# ---- block 1 ----
[src/rtl/sint_out_arb_if.sv]
// sint_out_arb_if: three valid/stall requester streams in, one merged valid/stall stream out
//   tf/ssf/ssh_ds_valid, *_ray_out : requester beats toward the arbiter
//   tf/ssf/ssh_ds_stall            : per-requester hold
//   out_valid, out_data, out_src   : merged stream with source tag
//   ds_stall                       : downstream back-pressure
interface sint_out_arb_if #(parameter int W = 64);
  logic         tf_ds_valid;
  logic [W-1:0] tf_ray_out;
  logic         tf_ds_stall;
  logic         ssf_ds_valid;
  logic [W-1:0] ssf_ray_out;
  logic         ssf_ds_stall;
  logic         ssh_ds_valid;
  logic [W-1:0] ssh_ray_out;
  logic         ssh_ds_stall;
  logic         out_valid;
  logic [W-1:0] out_data;
  logic [1:0]   out_src;
  logic         ds_stall;
  modport slave (
    input  tf_ds_valid, tf_ray_out, ssf_ds_valid, ssf_ray_out, ssh_ds_valid, ssh_ray_out, ds_stall,
    output tf_ds_stall, ssf_ds_stall, ssh_ds_stall, out_valid, out_data, out_src
  );
  modport master (
    output tf_ds_valid, tf_ray_out, ssf_ds_valid, ssf_ray_out, ssh_ds_valid, ssh_ray_out, ds_stall,
    input  tf_ds_stall, ssf_ds_stall, ssh_ds_stall, out_valid, out_data, out_src
  );
endinterface

[src/rtl/sint_out_arb.sv]
// sint_out_arb: round-robin merge of tf/ssf/ssh streams through a 2-entry skid buffer with per-source beat counters
//   clk, rst_b : clock, async active-low reset
//   bus        : requester and merged output streams (sint_out_arb_if.slave)
//   cnt_clr    : synchronous clear of the beat counters
//   tf/ssf/ssh_cnt : beats accepted per source since reset/clear
module sint_out_arb #(
  parameter int W     = 64,
  parameter int CNT_W = 19
) (
  input  logic             clk,
  input  logic             rst_b,
  sint_out_arb_if.slave    bus,
  input  logic             cnt_clr,
  output logic [CNT_W-1:0] tf_cnt,
  output logic [CNT_W-1:0] ssf_cnt,
  output logic [CNT_W-1:0] ssh_cnt
);
  typedef enum logic [1:0] {RR_TF = 2'd0, RR_SSF = 2'd1, RR_SSH = 2'd2} rr_t;
  rr_t          rr_q, rr_d;
  logic [2:0]   v;
  logic [1:0]   c0, c1, c2, gnt, count, tail_src;
  logic [W-1:0] in_data, tail_data;
  logic         push, pop;
  assign v = {bus.ssh_ds_valid, bus.ssf_ds_valid, bus.tf_ds_valid};
  // c0..c2 is the search order starting at rr_q; c2 wins only when it is the sole choice left
  always_comb begin
    c0      = rr_q;
    c1      = (rr_q == RR_SSH) ? 2'd0 : c0 + 2'd1;
    c2      = (rr_q == RR_TF) ? 2'd2 : c0 - 2'd1;
    gnt     = v[c0] ? c0 : v[c1] ? c1 : c2;
    in_data = (gnt == 2'd0) ? bus.tf_ray_out : (gnt == 2'd1) ? bus.ssf_ray_out : bus.ssh_ray_out;
    rr_d    = push ? rr_t'((gnt == 2'd2) ? 2'd0 : gnt + 2'd1) : rr_q;
  end
  // rst_b gates push so every stall reads 1 while reset is held, whatever the valids do
  assign push             = rst_b & (|v) & (count != 2'd2);
  assign pop              = bus.out_valid & ~bus.ds_stall;
  assign bus.out_valid    = count != 2'd0;
  assign bus.tf_ds_stall  = ~(push & (gnt == 2'd0));
  assign bus.ssf_ds_stall = ~(push & (gnt == 2'd1));
  assign bus.ssh_ds_stall = ~(push & (gnt == 2'd2));
  always_ff @(posedge clk or negedge rst_b)
    if (!rst_b) rr_q <= RR_TF;
    else rr_q <= rr_d;
  // out_data/out_src are the head entry itself, so they keep their last value once the buffer drains
  always_ff @(posedge clk or negedge rst_b) begin
    if (!rst_b) begin
      count        <= 2'd0;
      bus.out_data <= '0;
      bus.out_src  <= 2'd0;
      tail_data    <= '0;
      tail_src     <= 2'd0;
    end else begin
      if (push & ~pop) count <= count + 2'd1;
      else if (pop & ~push) count <= count - 2'd1;
      if (push & ((count == 2'd0) | pop)) {bus.out_src, bus.out_data} <= {gnt, in_data};
      else if (pop & (count == 2'd2)) {bus.out_src, bus.out_data} <= {tail_src, tail_data};
      if (push & ~pop & (count == 2'd1)) {tail_src, tail_data} <= {gnt, in_data};
    end
  end
  always_ff @(posedge clk or negedge rst_b) begin
    if (!rst_b) begin
      tf_cnt  <= '0;
      ssf_cnt <= '0;
      ssh_cnt <= '0;
    end else if (cnt_clr) begin
      tf_cnt  <= '0;
      ssf_cnt <= '0;
      ssh_cnt <= '0;
    end else begin
      tf_cnt  <= tf_cnt + CNT_W'(push & (gnt == 2'd0));
      ssf_cnt <= ssf_cnt + CNT_W'(push & (gnt == 2'd1));
      ssh_cnt <= ssh_cnt + CNT_W'(push & (gnt == 2'd2));
    end
  end
endmodule

[src/flat_wrapper.sv]
// flat-port wrapper written by rule: the top's interface ports become plain ports
module sint_out_arb_flat 
#(
  parameter int W     = 64,
  parameter int CNT_W = 19
)
  (clk, rst_b, cnt_clr, tf_cnt, ssf_cnt, ssh_cnt, bus_tf_ds_valid, bus_tf_ray_out, bus_ssf_ds_valid, bus_ssf_ray_out, bus_ssh_ds_valid, bus_ssh_ray_out, bus_ds_stall, bus_tf_ds_stall, bus_ssf_ds_stall, bus_ssh_ds_stall, bus_out_valid, bus_out_data, bus_out_src);
  sint_out_arb_if #(.W(W)) bus_i ();
  input  logic clk;
  input  logic rst_b;
  input  logic cnt_clr;
  output logic [CNT_W-1:0] tf_cnt;
  output logic [CNT_W-1:0] ssf_cnt;
  output logic [CNT_W-1:0] ssh_cnt;
  input wire logic [$bits(bus_i.tf_ds_valid)-1:0] bus_tf_ds_valid;
  input wire logic [$bits(bus_i.tf_ray_out)-1:0] bus_tf_ray_out;
  input wire logic [$bits(bus_i.ssf_ds_valid)-1:0] bus_ssf_ds_valid;
  input wire logic [$bits(bus_i.ssf_ray_out)-1:0] bus_ssf_ray_out;
  input wire logic [$bits(bus_i.ssh_ds_valid)-1:0] bus_ssh_ds_valid;
  input wire logic [$bits(bus_i.ssh_ray_out)-1:0] bus_ssh_ray_out;
  input wire logic [$bits(bus_i.ds_stall)-1:0] bus_ds_stall;
  output wire logic [$bits(bus_i.tf_ds_stall)-1:0] bus_tf_ds_stall;
  output wire logic [$bits(bus_i.ssf_ds_stall)-1:0] bus_ssf_ds_stall;
  output wire logic [$bits(bus_i.ssh_ds_stall)-1:0] bus_ssh_ds_stall;
  output wire logic [$bits(bus_i.out_valid)-1:0] bus_out_valid;
  output wire logic [$bits(bus_i.out_data)-1:0] bus_out_data;
  output wire logic [$bits(bus_i.out_src)-1:0] bus_out_src;
  assign bus_i.tf_ds_valid = bus_tf_ds_valid;
  assign bus_i.tf_ray_out = bus_tf_ray_out;
  assign bus_i.ssf_ds_valid = bus_ssf_ds_valid;
  assign bus_i.ssf_ray_out = bus_ssf_ray_out;
  assign bus_i.ssh_ds_valid = bus_ssh_ds_valid;
  assign bus_i.ssh_ray_out = bus_ssh_ray_out;
  assign bus_i.ds_stall = bus_ds_stall;
  assign bus_tf_ds_stall = bus_i.tf_ds_stall;
  assign bus_ssf_ds_stall = bus_i.ssf_ds_stall;
  assign bus_ssh_ds_stall = bus_i.ssh_ds_stall;
  assign bus_out_valid = bus_i.out_valid;
  assign bus_out_data = bus_i.out_data;
  assign bus_out_src = bus_i.out_src;
  sint_out_arb #(.W(W), .CNT_W(CNT_W)) u_core (.clk(clk), .rst_b(rst_b), .bus(bus_i), .cnt_clr(cnt_clr), .tf_cnt(tf_cnt), .ssf_cnt(ssf_cnt), .ssh_cnt(ssh_cnt));
endmodule
[config.mk]
export PLATFORM = sky130hd
export DESIGN_NAME = sint_out_arb_flat
export DESIGN_NICKNAME = d
export VERILOG_FILES = /design/src/rtl/sint_out_arb_if.sv /design/src/rtl/sint_out_arb.sv /design/src/flat_wrapper.sv
export SDC_FILE = /design/constraint.sdc
export NUM_CORES = 1
export LEC_CHECK = 0
export CAP_MARGIN = 20
export CORE_UTILIZATION = 50
export DETAILED_ROUTE_END_ITERATION = 8
export PLACE_DENSITY = 0.82
export SLEW_MARGIN = 5
export SYNTH_ARGS = -nofsm -noshare
export SYNTH_HDL_FRONTEND = slang
export SYNTH_SLANG_ARGS = --single-unit
[constraint.sdc]
create_clock -name clk -period 4.15 [get_ports clk]
set_input_delay 0.83 -clock clk [delete_from_list [all_inputs] [get_ports clk]]
set_output_delay 0.83 -clock clk [all_outputs]
set_load 0.02 [all_outputs]
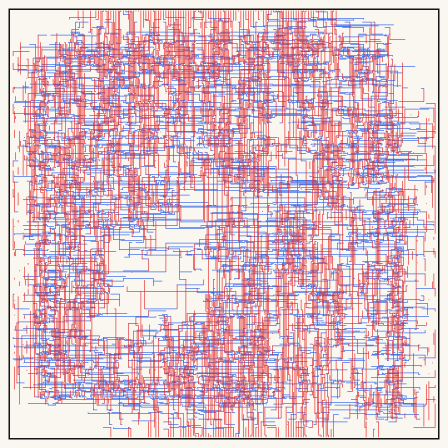
Fig. 1. Wiring by layer (block 1).
Two of the layers only.
[blue] metal 1 | wire length: 16,700 um
[red] metal 2 | wire length: 20.2 mm
all-layer global routing usage: 34.9%
count of vias placed by the detailed router: 13,148

==> run summary <==
On the backend side, the flow ran end to end.

TritonCTS built the clock tree. The global-route wire length before repair stands at 67,400 um. The final RePlAce weighted congestion stands at 0.893. Across the placement rows, the number of tap cells is 319. Broken down by cell family, the worst path's largest delay share belongs to buffers and inverters. The overall power stands at 0.0106 W. The total sequential power stands at 0.00294 W. The area share of buffers outside the clock network stands at 22.2%. In the final routed layout, each cell accounts on average for 20.9 um.

In this run the cell area of the synthesized design comes to 12,100 um2. The floorplan has 56 rows. For reference, the clock transition at the flip-flops on the worst setup and hold paths is 70 ps.

The count of non-filler cells in the finished layout stands at 2,067. Routed signal wires occupy layers up through met5. The run finished, with violations left. Of the synthesized area, sequential elements account for 40.1%. The power density relative to cell area stands at 650 nW/um2. The count of buffers added on input and output ports is 325.

The net switching fraction of the power stands at 45.0%. The number of flip-flops and latches in the synthesized netlist stands at 193. The critical path's largest stage delay stands at 560 ps.

Buffers inserted during clock tree synthesis total 17. The clock period minus final worst setup slack stands at 3820 ps. The multi-input gate share of the layout cell area stands at 39.9%. The count of nets left with antenna violations after detail routing stands at 0. Walking the worst path, the cells encountered are inv_1, ha_1, nor2b_1, o21bai_1, a41oi_1, nor4_2, inv_1, clkdlybuf4s50_1. The critical path contains buffers and inverters numbering 3 combined. The number of iterations in the first detailed-routing pass stands at 9.

The root buffer cell chosen for the clock tree is clkbuf_16. The number of gates given a new drive strength after cts stands at 0. For this run, global-route usage on met1 was measured as 43.8%. The pin slew with the least headroom to its limit stands at 995 ps. In this run the mean area of a mapped cell was 8.18 um2. Note that the worst hold path type here is register to register.

The sum of net half-perimeters after detailed placement stands at 28,600 um. Between clock sinks in the finished design, the worst skew comes to 12.7 ps. Along the worst hold path, the cell count comes to 2.

The post-route utilization of the core is recorded as 69.1%. The met3 wirelength from detailed routing stands at 4570 um. The clock-cell share of area stands at 3.92%.

For this run, the leading register cell type out of synthesis is dfrtp_1. The timing report lists the critical path depth as 8 cells. The worst path uses 92.0% of the clock period. Global routing finished with a remaining overflow of 0.

In this build the clock could be raised as far as 262 MHz. The boundary pin count stands at 326. The checks that failed: design-rule violations. The synthesized design contains 0 enable-type register cells. Per the run summary, max-cap violations total 0. The group that draws the most power in this run is combinational cells. There are 193 flip-flops and latches.

The final layout reports a setup TNS of 0 ps. The fraction of met3 tracks used by global routing stands at 8.67%. The detailed-route DRC error count stands at 1. The clock latency at the later pin of the worst-skew pair stands at 440 ps. The portion of total power attributed to combinational logic stands at 55.6%.

Sequential cells account for 27.8% of the total power. The leakage dissipation stands at 7.08 nW. Sorting the Yosys area breakdown by cell type puts at the top dfrtp_1. In this run the tools logged warnings totalling 30.

The synthesized instance count is 1,474. The count of synthesis-stage warnings from yosys stands at 0. The number of vias per cell stands at 6.36. The minimum setup slack among reg-to-reg paths stands at 570 ps. The number of buffers between clock root and the deepest sink stands at 2. The register cell area after layout stands at 4830 um2. The via count of the first global-routing pass stands at 12,959.

The synthesized netlist net count stands at 1,686. For the combinational group, total power comes out at 0.00588 W.
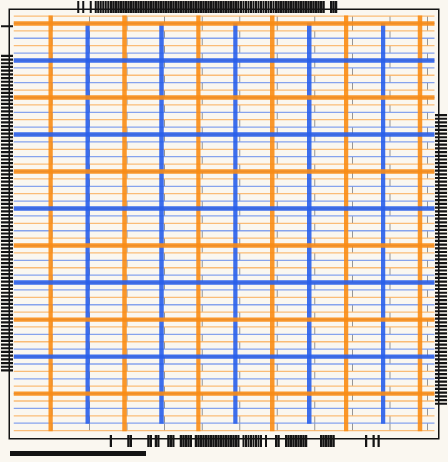
Fig. 2. Floorplan with the power grid (block 1).
The bar under the picture is 50 um long. Pins as bars on the die edge. Tap cells in gray.
[orange] VSS
[blue] VDD
tap cells: 319
signal pins: 326
rows: 56
met5 straps: 11
met1 rails: 57
die extent in x: 157 um
peak supply drop: 0.452 mV
core area: 23,500 um2
Vert. Die Dim: 157 um

## metrics by stage
| stage | worst slack [ps] | hold WS, ps |
|---|---|---|
| 2_1_floorplan | 784 | 450 |
| 3_3_place_gp | 227 | 467 |
| 3_5_place_dp | 109 | 472 |
| 4_1_cts | 342 | 492 |
| 5_1_grt | 209 | 520 |
| 6_report | 331 | 491 |
## worst max path at each step
stage                          start            endpoint  slack [ps]
floorplan           bus_ssf_ds_valid  u_core.ssh_cnt[18]         780
global placement    bus_ssf_ds_valid  u_core.ssh_cnt[18]         230
detailed placement  bus_ssf_ds_valid  u_core.ssh_cnt[18]         110
CTS                 bus_ssf_ds_valid    bus_ssh_ds_stall         340
global route            u_core.c0[1]     bus_tf_ds_stall         210
finish                  u_core.c0[1]     bus_tf_ds_stall         330
## cells by family (layout without fill, tap and decap cells)
kind of cell               Yosys count  in the layout  share of synthesized area [%]
AOI/OAI and AO/OA                  362            362                           24.2
xor gates and xnor gates            35             35                           2.54
adders and majority gates           13             13                           1.35
buffers and inverters              207            476                           6.91
DFF                                193            193                           40.1
muxes                               18             18                           1.49
other                                0              5                              0
and+or+nand+nor                    646            646                           23.4

# ---- block 2 ----
Fig. 3: block 2, a small window of the routed layout
Window x 136 to 161, y 27 to 52 um. Cells in gray, sequential cells in the stronger gray; small squares are vias.
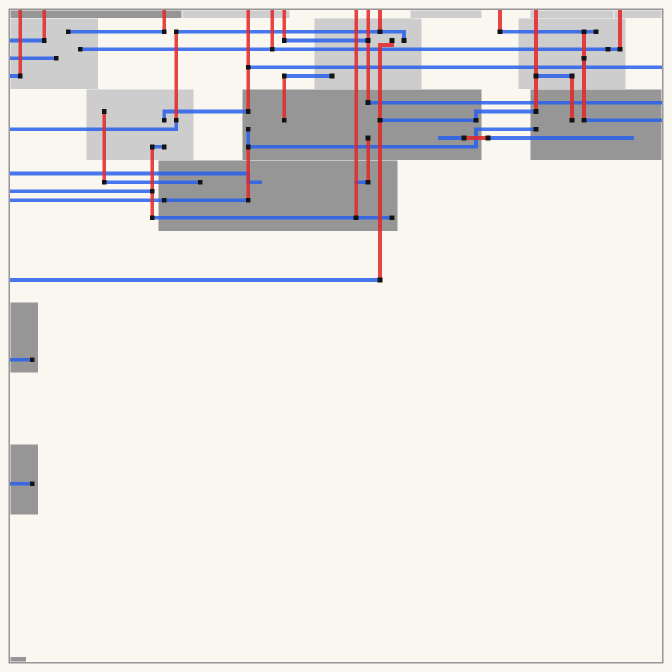
Fig. 4: block 2, wiring by layer
Two of the layers only.
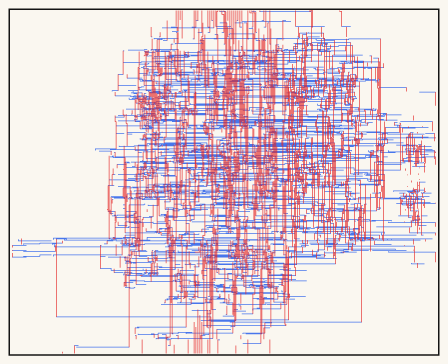
## config.mk

```make
export PLATFORM = sky130hd
export DESIGN_NAME = mmio_timer
export DESIGN_NICKNAME = d
export VERILOG_FILES = /design/src/rtl/mmio_timer.sv
export SDC_FILE = /design/constraint.sdc
export NUM_CORES = 1
export LEC_CHECK = 0
export CAP_MARGIN = 20
export CORE_ASPECT_RATIO = 0.8
export CORE_MARGIN = 2
export CORE_UTILIZATION = 23
export CTS_CLUSTER_DIAMETER = 120
export DETAILED_ROUTE_END_ITERATION = 8
export PLACE_DENSITY = 0.5
export RECOVER_POWER = 50
export SLEW_MARGIN = 10
export SYNTH_ARGS = -nofsm -noshare
export SYNTH_HDL_FRONTEND = slang
export SYNTH_SLANG_ARGS = --single-unit
```

## constraint.sdc

```tcl
create_clock -name i_clk -period 3.2 [get_ports i_clk]
set_input_delay 0.64 -clock i_clk [delete_from_list [all_inputs] [get_ports i_clk]]
set_output_delay 0.64 -clock i_clk [all_outputs]
set_load 0.05 [all_outputs]
```

## src/rtl/mmio_timer.sv

```systemverilog
// mmio_timer: memory-mapped prescaled 32-bit timer on the LSU load/store bus.
// Loads are answered combinationally; stores take effect on the next rising edge.
// Optional capture input enabled by defining MMIO_TIMER_CAPTURE_EN.
module mmio_timer #(
    parameter logic [31:0] BASE_ADDR   = 32'h0000_7100,
    parameter int          PRESCALE_W  = 16,
    parameter logic [31:0] RST_COMPARE = 32'hFFFF_FFFF
) (
    input  logic        i_clk,
    input  logic        i_rst_n,
    input  logic [31:0] i_lsu_addr,
    input  logic [31:0] i_lsu_data,
    input  logic        i_lsu_wren,
    input  logic [2:0]  i_funct3,
    input  logic        i_capture,
    output logic        o_sel,
    output logic [31:0] o_rdata,
    output logic        o_irq
);

`ifdef MMIO_TIMER_CAPTURE_EN
    localparam int CTRL_W = 4;
    localparam int STAT_W = 2;
`else
    localparam int CTRL_W = 3;
    localparam int STAT_W = 1;
`endif

    localparam logic [2:0] OFF_CTRL    = 3'd0;
    localparam logic [2:0] OFF_PSC     = 3'd1;
    localparam logic [2:0] OFF_COUNT   = 3'd2;
    localparam logic [2:0] OFF_COMPARE = 3'd3;
    localparam logic [2:0] OFF_STATUS  = 3'd4;

    logic [2:0]            off;
    logic [3:0]            lane_en;
    logic [31:0]           lane_data;
    logic [31:0]           bmask;
    logic                  acc_ok;
    logic                  wr;
    logic                  wr_ctrl, wr_psc, wr_count, wr_compare, wr_status;

    logic [CTRL_W-1:0]     ctrl;
    logic [PRESCALE_W-1:0] prescale;
    logic [PRESCALE_W-1:0] psc;
    logic [31:0]           count;
    logic [31:0]           compare;
    logic [STAT_W-1:0]     status;
    logic [STAT_W-1:0]     st_set;
    logic [STAT_W-1:0]     st_clr;

    logic                  tick;
    logic                  hit;
    logic                  match_set;

    assign off   = i_lsu_addr[4:2];
    assign o_sel = (i_lsu_addr[31:5] == BASE_ADDR[31:5]);

    // Byte-lane enables and lane-replicated store data; misaligned accesses are rejected
    always_comb begin
        lane_en   = 4'b0000;
        lane_data = i_lsu_data;
        acc_ok    = 1'b0;
        case (i_funct3[1:0])
            2'b00: begin
                acc_ok    = 1'b1;
                lane_en   = 4'b0001 << i_lsu_addr[1:0];
                lane_data = {4{i_lsu_data[7:0]}};
            end
            2'b01: begin
                acc_ok    = ~i_lsu_addr[0];
                lane_en   = i_lsu_addr[1] ? 4'b1100 : 4'b0011;
                lane_data = {2{i_lsu_data[15:0]}};
            end
            2'b10: begin
                acc_ok  = (i_lsu_addr[1:0] == 2'b00);
                lane_en = 4'b1111;
            end
            default: begin
                acc_ok = 1'b0;
            end
        endcase
    end

    assign bmask = {{8{lane_en[3]}}, {8{lane_en[2]}}, {8{lane_en[1]}}, {8{lane_en[0]}}};
    assign wr    = i_lsu_wren & o_sel & acc_ok;

    assign wr_ctrl    = wr & (off == OFF_CTRL);
    assign wr_psc     = wr & (off == OFF_PSC);
    assign wr_count   = wr & (off == OFF_COUNT);
    assign wr_compare = wr & (off == OFF_COMPARE);
    assign wr_status  = wr & (off == OFF_STATUS);

    assign tick      = ctrl[0] & (psc == prescale);
    assign hit       = (count == compare);
    // A CPU write to COUNT in a tick cycle suppresses that cycle's match
    assign match_set = tick & hit & ~wr_count;
    assign st_clr    = wr_status ? (lane_data[STAT_W-1:0] & bmask[STAT_W-1:0]) : '0;

    // Software-visible configuration registers
    always_ff @(posedge i_clk or negedge i_rst_n) begin
        if (!i_rst_n) begin
            ctrl     <= '0;
            prescale <= '0;
            compare  <= RST_COMPARE;
        end else begin
            if (wr_ctrl)
                ctrl <= (ctrl & ~bmask[CTRL_W-1:0]) | (lane_data[CTRL_W-1:0] & bmask[CTRL_W-1:0]);
            if (wr_psc)
                prescale <= (prescale & ~bmask[PRESCALE_W-1:0]) |
                            (lane_data[PRESCALE_W-1:0] & bmask[PRESCALE_W-1:0]);
            if (wr_compare)
                compare <= (compare & ~bmask) | (lane_data & bmask);
        end
    end

    // Prescaler: free-runs while enabled, restarts on tick, disable, or PRESCALE write
    always_ff @(posedge i_clk or negedge i_rst_n) begin
        if (!i_rst_n)
            psc <= '0;
        else if (wr_psc || !ctrl[0] || tick)
            psc <= '0;
        else
            psc <= psc + PRESCALE_W'(1);
    end

    // Main counter: CPU write beats tick; on match optionally reload to zero
    always_ff @(posedge i_clk or negedge i_rst_n) begin
        if (!i_rst_n)
            count <= '0;
        else if (wr_count)
            count <= (count & ~bmask) | (lane_data & bmask);
        else if (tick)
            count <= (hit && ctrl[1]) ? 32'd0 : count + 32'd1;
    end

    // Sticky status: write-1-to-clear, a same-cycle set wins
    always_ff @(posedge i_clk or negedge i_rst_n) begin
        if (!i_rst_n)
            status <= '0;
        else
            status <= (status & ~st_clr) | st_set;
    end

`ifdef MMIO_TIMER_CAPTURE_EN
    logic [2:0]  cap_sync;
    logic        cap_rise;
    logic [31:0] capture;
    logic        unused_bits;

    assign cap_rise = cap_sync[1] & ~cap_sync[2];
    assign st_set   = {cap_rise, match_set};
    assign o_irq    = (status[0] & ctrl[2]) | (status[1] & ctrl[3]);
    assign unused_bits = &{1'b0, i_funct3[2]};

    // Two-flop synchronizer plus edge register for the external capture pin
    always_ff @(posedge i_clk or negedge i_rst_n) begin
        if (!i_rst_n)
            cap_sync <= '0;
        else
            cap_sync <= {cap_sync[1:0], i_capture};
    end

    // Snapshot of COUNT as it stood before this cycle's update
    always_ff @(posedge i_clk or negedge i_rst_n) begin
        if (!i_rst_n)
            capture <= '0;
        else if (cap_rise)
            capture <= count;
    end
`else
    logic unused_bits;

    assign st_set      = match_set;
    assign o_irq       = status[0] & ctrl[2];
    assign unused_bits = &{1'b0, i_capture, i_funct3[2]};
`endif

    // Combinational read mux; unmapped offsets and bits read zero
    always_comb begin
        o_rdata = 32'd0;
        if (o_sel) begin
            case (off)
                OFF_CTRL:    o_rdata[CTRL_W-1:0]     = ctrl;
                OFF_PSC:     o_rdata[PRESCALE_W-1:0] = prescale;
                OFF_COUNT:   o_rdata                 = count;
                OFF_COMPARE: o_rdata                 = compare;
                OFF_STATUS:  o_rdata[STAT_W-1:0]     = status;
`ifdef MMIO_TIMER_CAPTURE_EN
                3'd5:        o_rdata                 = capture;
`endif
                default:     o_rdata                 = 32'd0;
            endcase
        end
    end

endmodule

```

==> run summary <==
On the backend side, the flow ran end to end.

The most used flip-flop cell after synthesis is dfrtp_1. The pre-placement core utilization stands at 23.4%. The first global-routing pass estimated 40,000 um of wire. The initial antenna violation count is 0. The final antenna diode tally reported by the flow is 0. The placed instances occupy a cell area of 9100 um2. The well tap count stands at 377.

The worst path buffer plus inverter count stands at 3. The number of DRC violations after detailed-routing iteration 0 stands at 586. Per the power-grid run, VDD falls by no more than 0.184 mV. The worst setup path is launched from a primary input. The synthesized netlist handed to floorplanning was reported with a cell count of 778. In the power breakdown, the internal column shows 0.00204 W. The combinational gate count stands at 611. The endpoint required time on the critical path stands at 2560 ps. The pin slew with the least headroom to its limit stands at 2450 ps. The DRC violation total left in the routed layout is recorded as 0. Counting stages on the worst path, the most repeated cell is buf_12. The layout filler cell count stands at 3,035. The largest total area in the synthesized netlist belongs to dfrtp_1.

The critical path goes through dlygate4sd2_1, nor4_1, nand4_1, or2_4, or3_4, buf_12, nor2_4, buf_12. Counting along the longest clock path gives a buffer depth of 2. The critical path ends at o_rdata[14]. The number of vias per cell stands at 5.08. The xor-xnor portion of the synthesized cell area stands at 8.02%. The synthesized netlist was found by Yosys to have 778 cells. The final max-slew violation count stands at 45. The hold violation count in the final report stands at 0. The most critical min-delay path falls under register to register.

The cell depth of the worst setup path stands at 8. The run reported a max-capacitance violation count of 1. Entering global routing, the biggest net connects 58 pins. The flow ran to the end, but the final reports show violations. Setup slack on the critical path of the routed design comes to 79.3 ps. Warnings raised by the tools during the run amount to 29.

The final reports fail on max-capacitance violations, max-slew violations. Setup total negative slack on the finished layout was measured at 0 ps. The layout report lists the multi-input gate area as 4230 um2. After clock tree synthesis, the clock-pin slew on the worst setup and hold paths is 70 ps.

Of all nets on the critical path, the largest fanout is 5.
## Picture notes: Fig. 3
[red] metal 2
[blue] metal 1
sequential cells in the window: 3
cells with their middle in the window: 7
most frequent: mux2_2 (4), dfrtp_1 (3)

## Picture notes: Fig. 4
[red] metal 2 | wire length: 11,000 um
[blue] metal 1 | wire length: 12,600 um
detailed-route wire length: 25,800 um
count of vias placed by the detailed router: 6,569
mean routed wirelength per cell: 20.0 um
all-layer global routing usage: 16.8%

## per-layer routing
| layer | routed length (um) | vias up | global-route usage, % | share of wire, % |
|---|---|---|---|---|
| met1 | 12600 | 3200 | 24.8 | 49 |
| li1 | - | 3132 | - | - |
| met4 | 584 | 0 | 5.33 | 2.3 |
| met5 | 0 | - | 0 | 0 |
| met3 | 1590 | 33 | 2.93 | 6.2 |
| met2 | 11000 | 204 | 24.4 | 43 |
## power by group through the flow
| stage | registers (W) | logic [W] | clock network, W |
|---|---|---|---|
| final | 0.00126 | 0.000278 | 0.00120 |
| after global routing | 0.00126 | 0.000299 | 0.00126 |
| after CTS | 0.00126 | 0.000280 | 0.00122 |
| after detailed placement | 0.00129 | 0.000287 | 0 |
| after global placement | 0.00129 | 0.000287 | 0 |
| after floorplan | 0.00129 | 0.0000868 | 0 |
## synthesized netlist by cell type, drive strengths merged (5+ instances only)
library cell	number
xnor2	44
mux2i	24
a32oi	10
a22oi	38
nor4b	6
dfrtp	68
nor3	14
nor2	76
a31oi	8
a21oi	9
or4	9
and3	14
mux2	33
nor4	15
nand4	25
dfstp	32
inv	22
and2	9
buf	12
nand2	80
or3	9
o21ai	47
xor2	19
clkbuf	33
nand3	46
o211ai	12
nand2b	5

# ---- block 3 ----
Fig. 5: block 3, wiring by layer
Two of the layers only.
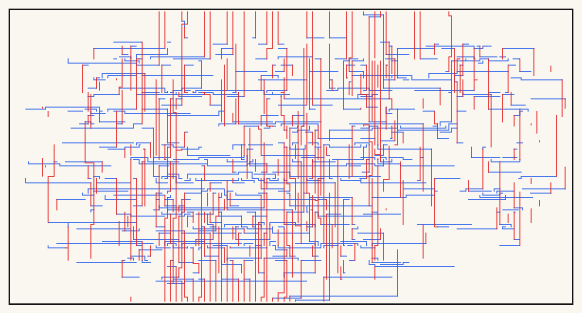
[src/rtl/mem_arbiter.sv]
// Two-port memory arbiter: round-robin between fetch and data requesters,
// single outstanding transfer with fixed read latency.
module mem_arbiter #(
  parameter int unsigned READ_LAT = 2
) (
  input  logic       clk,
  input  logic       rst_n,
  input  logic       f_req,
  input  logic [7:0] f_addr,
  input  logic       d_req,
  input  logic       d_we,
  input  logic [7:0] d_addr,
  input  logic [7:0] d_wdata,
  input  logic [7:0] mem_rdata,
  output logic [7:0] mem_addr,
  output logic [7:0] mem_wdata,
  output logic       mem_we,
  output logic       f_gnt,
  output logic       d_gnt,
  output logic       f_done,
  output logic       d_done,
  output logic [7:0] rdata
);

  typedef enum logic [1:0] {IDLE, WAIT, DONE} state_t;

  localparam logic [2:0] LAT_M1 = 3'(READ_LAT - 1);

  state_t     state, state_nx;
  logic [2:0] cnt, cnt_nx;
  logic       last_d, last_d_nx;
  logic       wr, wr_nx;
  logic [7:0] addr_nx, wdata_nx, rdata_nx;
  logic       we_nx, f_gnt_nx, d_gnt_nx, f_done_nx, d_done_nx;
  logic       pick_d;

  // Data wins only when fetch is idle or fetch was served last.
  assign pick_d = d_req && (!f_req || !last_d);

  always_ff @(posedge clk or negedge rst_n) begin
    if (!rst_n) begin
      state     <= IDLE;
      cnt       <= '0;
      last_d    <= 1'b1;
      wr        <= 1'b0;
      mem_addr  <= '0;
      mem_wdata <= '0;
      mem_we    <= 1'b0;
      f_gnt     <= 1'b0;
      d_gnt     <= 1'b0;
      f_done    <= 1'b0;
      d_done    <= 1'b0;
      rdata     <= '0;
    end else begin
      state     <= state_nx;
      cnt       <= cnt_nx;
      last_d    <= last_d_nx;
      wr        <= wr_nx;
      mem_addr  <= addr_nx;
      mem_wdata <= wdata_nx;
      mem_we    <= we_nx;
      f_gnt     <= f_gnt_nx;
      d_gnt     <= d_gnt_nx;
      f_done    <= f_done_nx;
      d_done    <= d_done_nx;
      rdata     <= rdata_nx;
    end
  end

  always_comb begin
    state_nx  = state;
    cnt_nx    = cnt;
    last_d_nx = last_d;
    wr_nx     = wr;
    addr_nx   = mem_addr;
    wdata_nx  = mem_wdata;
    we_nx     = 1'b0;
    f_gnt_nx  = f_gnt;
    d_gnt_nx  = d_gnt;
    f_done_nx = 1'b0;
    d_done_nx = 1'b0;
    rdata_nx  = rdata;
    unique case (state)
      IDLE: begin
        if (f_req || d_req) begin
          state_nx  = WAIT;
          cnt_nx    = LAT_M1;
          last_d_nx = pick_d;
          if (pick_d) begin
            d_gnt_nx = 1'b1;
            addr_nx  = d_addr;
            wr_nx    = d_we;
            we_nx    = d_we;
            if (d_we) wdata_nx = d_wdata;
          end else begin
            f_gnt_nx = 1'b1;
            addr_nx  = f_addr;
            wr_nx    = 1'b0;
          end
        end
      end
      WAIT: begin
        if (wr) begin
          d_done_nx = 1'b1;
          state_nx  = DONE;
        end else if (cnt == 3'd0) begin
          rdata_nx  = mem_rdata;
          f_done_nx = f_gnt;
          d_done_nx = d_gnt;
          state_nx  = DONE;
        end else begin
          cnt_nx = cnt - 3'd1;
        end
      end
      DONE: begin
        state_nx = IDLE;
        f_gnt_nx = 1'b0;
        d_gnt_nx = 1'b0;
      end
      default: state_nx = IDLE;
    endcase
  end

endmodule

[config.mk]
export PLATFORM = sky130hd
export DESIGN_NAME = mem_arbiter
export DESIGN_NICKNAME = d
export VERILOG_FILES = /design/src/rtl/mem_arbiter.sv
export SDC_FILE = /design/constraint.sdc
export NUM_CORES = 1
export LEC_CHECK = 0
export ABC_AREA = 1
export CORE_ASPECT_RATIO = 0.5
export CORE_MARGIN = 2
export CORE_UTILIZATION = 43
export CTS_CLUSTER_SIZE = 20
export DETAILED_ROUTE_END_ITERATION = 8
export PLACE_DENSITY = 0.81
export REMOVE_ABC_BUFFERS = 1
export SYNTH_ARGS = -nofsm -noshare
export SYNTH_HDL_FRONTEND = slang
export SYNTH_SLANG_ARGS = --single-unit
[constraint.sdc]
create_clock -name clk -period 1.7 [get_ports clk]
set_clock_uncertainty 0.15 [all_clocks]
set_input_delay 0.34 -clock clk [delete_from_list [all_inputs] [get_ports clk]]
set_output_delay 0.34 -clock clk [all_outputs]
set_load 0.03 [all_outputs]
==> run summary <==
On the backend side, the flow ran end to end.

The most common logic cell in the final layout is nand2_1. The hold violation count in the final report stands at 0. The sum of net half-perimeters after detailed placement stands at 2960 um. Walking the critical path from launch to capture passes 7 cell instances. The largest fanout on the critical path stands at 5. After technology mapping, the gate count stands at 189.

The number of max-capacitance violations reported stands at 0. The design internal power stands at 0.00233 W. The achievable clock frequency stands at 627 MHz. The floorplan step set the die height to 47.5 um. The clock input transition at the sequential cells of the worst setup and hold paths stands at 70 ps. According to the floorplan report, the placeable core area is 3530 um2. The area growth from synthesis to layout stands at 49.3%. The synthesized area stands at 1630 um2. The number of DRC violations after detailed-routing iteration 0 stands at 48.

The run finished with clean final reports.
Notes on Fig. 5 above:
[red] metal 2 | wire length: 1,810 um
[blue] metal 1 | wire length: 1,740 um
count of vias placed by the detailed router: 1,474
mean routed wirelength per cell: 12.0 um
all-layer global routing usage: 19.4%
detailed-route wire length: 3820 um

power groups by stage:
stage	Sequential (W)	Combinational [W]	Clock, W
after floorplan	0.00210	0.000794	0
after global placement	0.00148	0.00239	0
after detailed placement	0.00148	0.00244	0
after CTS	0.00146	0.00223	0.000586
after global routing	0.00151	0.00246	0.000622
final	0.00146	0.00225	0.000574
stage by stage:
stage	util [%]	total power [W]	std cells
floorplan	-	0.00289	185
global placement	67.0	0.00387	309
detailed placement	67.0	0.00392	309
CTS	68.6	0.00428	318
global route	68.9	0.00459	319
finish	68.9	0.00428	319
per-layer routing:
layer	vias up	share of wire [%]	GRT usage (%)
li1	737	-	-
met3	9	5.0	4.88
met4	0	2.2	10.9
met5	-	0	0
met2	42	47	32.3
met1	686	45	24.6
cell families after synthesis:
logic type,synth area share (%)
simple gates,30.5
flops,55.4
buf+inv,6.91
compound gates,5.68
fa+ha+maj,1.54
sequential cells by signal, indices dropped and copies added, names as in the netlist, 2 cells and up:
name       cells
mem_addr       8
mem_wdata      8
cnt            3
rdata          8
state          2
worst reg2reg max path, cell delays in order, from the launching register on:
cell and delay (ps):
dfrtp_1 350, inv_1 50, ha_1 210, ha_1 240, nor2_2 160, nand2_2 100, or2_0 210, nand2_1 60


==> screenshots <==
Routing congestion map.
image #1
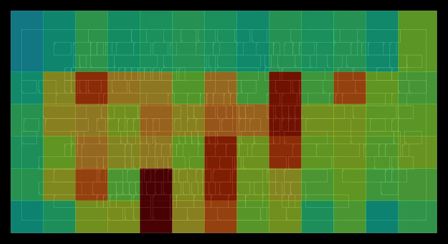
image #2
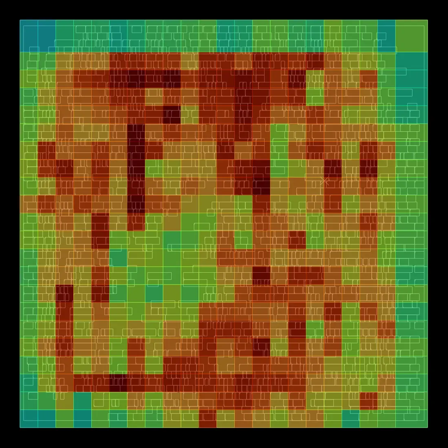
image #3
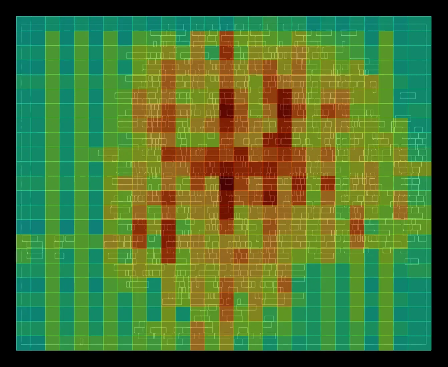
The one with the lowest track usage is image #3.
The one with the highest track usage is image #2.
- block 3 = image #1
- block 2 = image #3
- block 1 = image #2

No activity file was given, so power comes from the tool's default toggle rates.
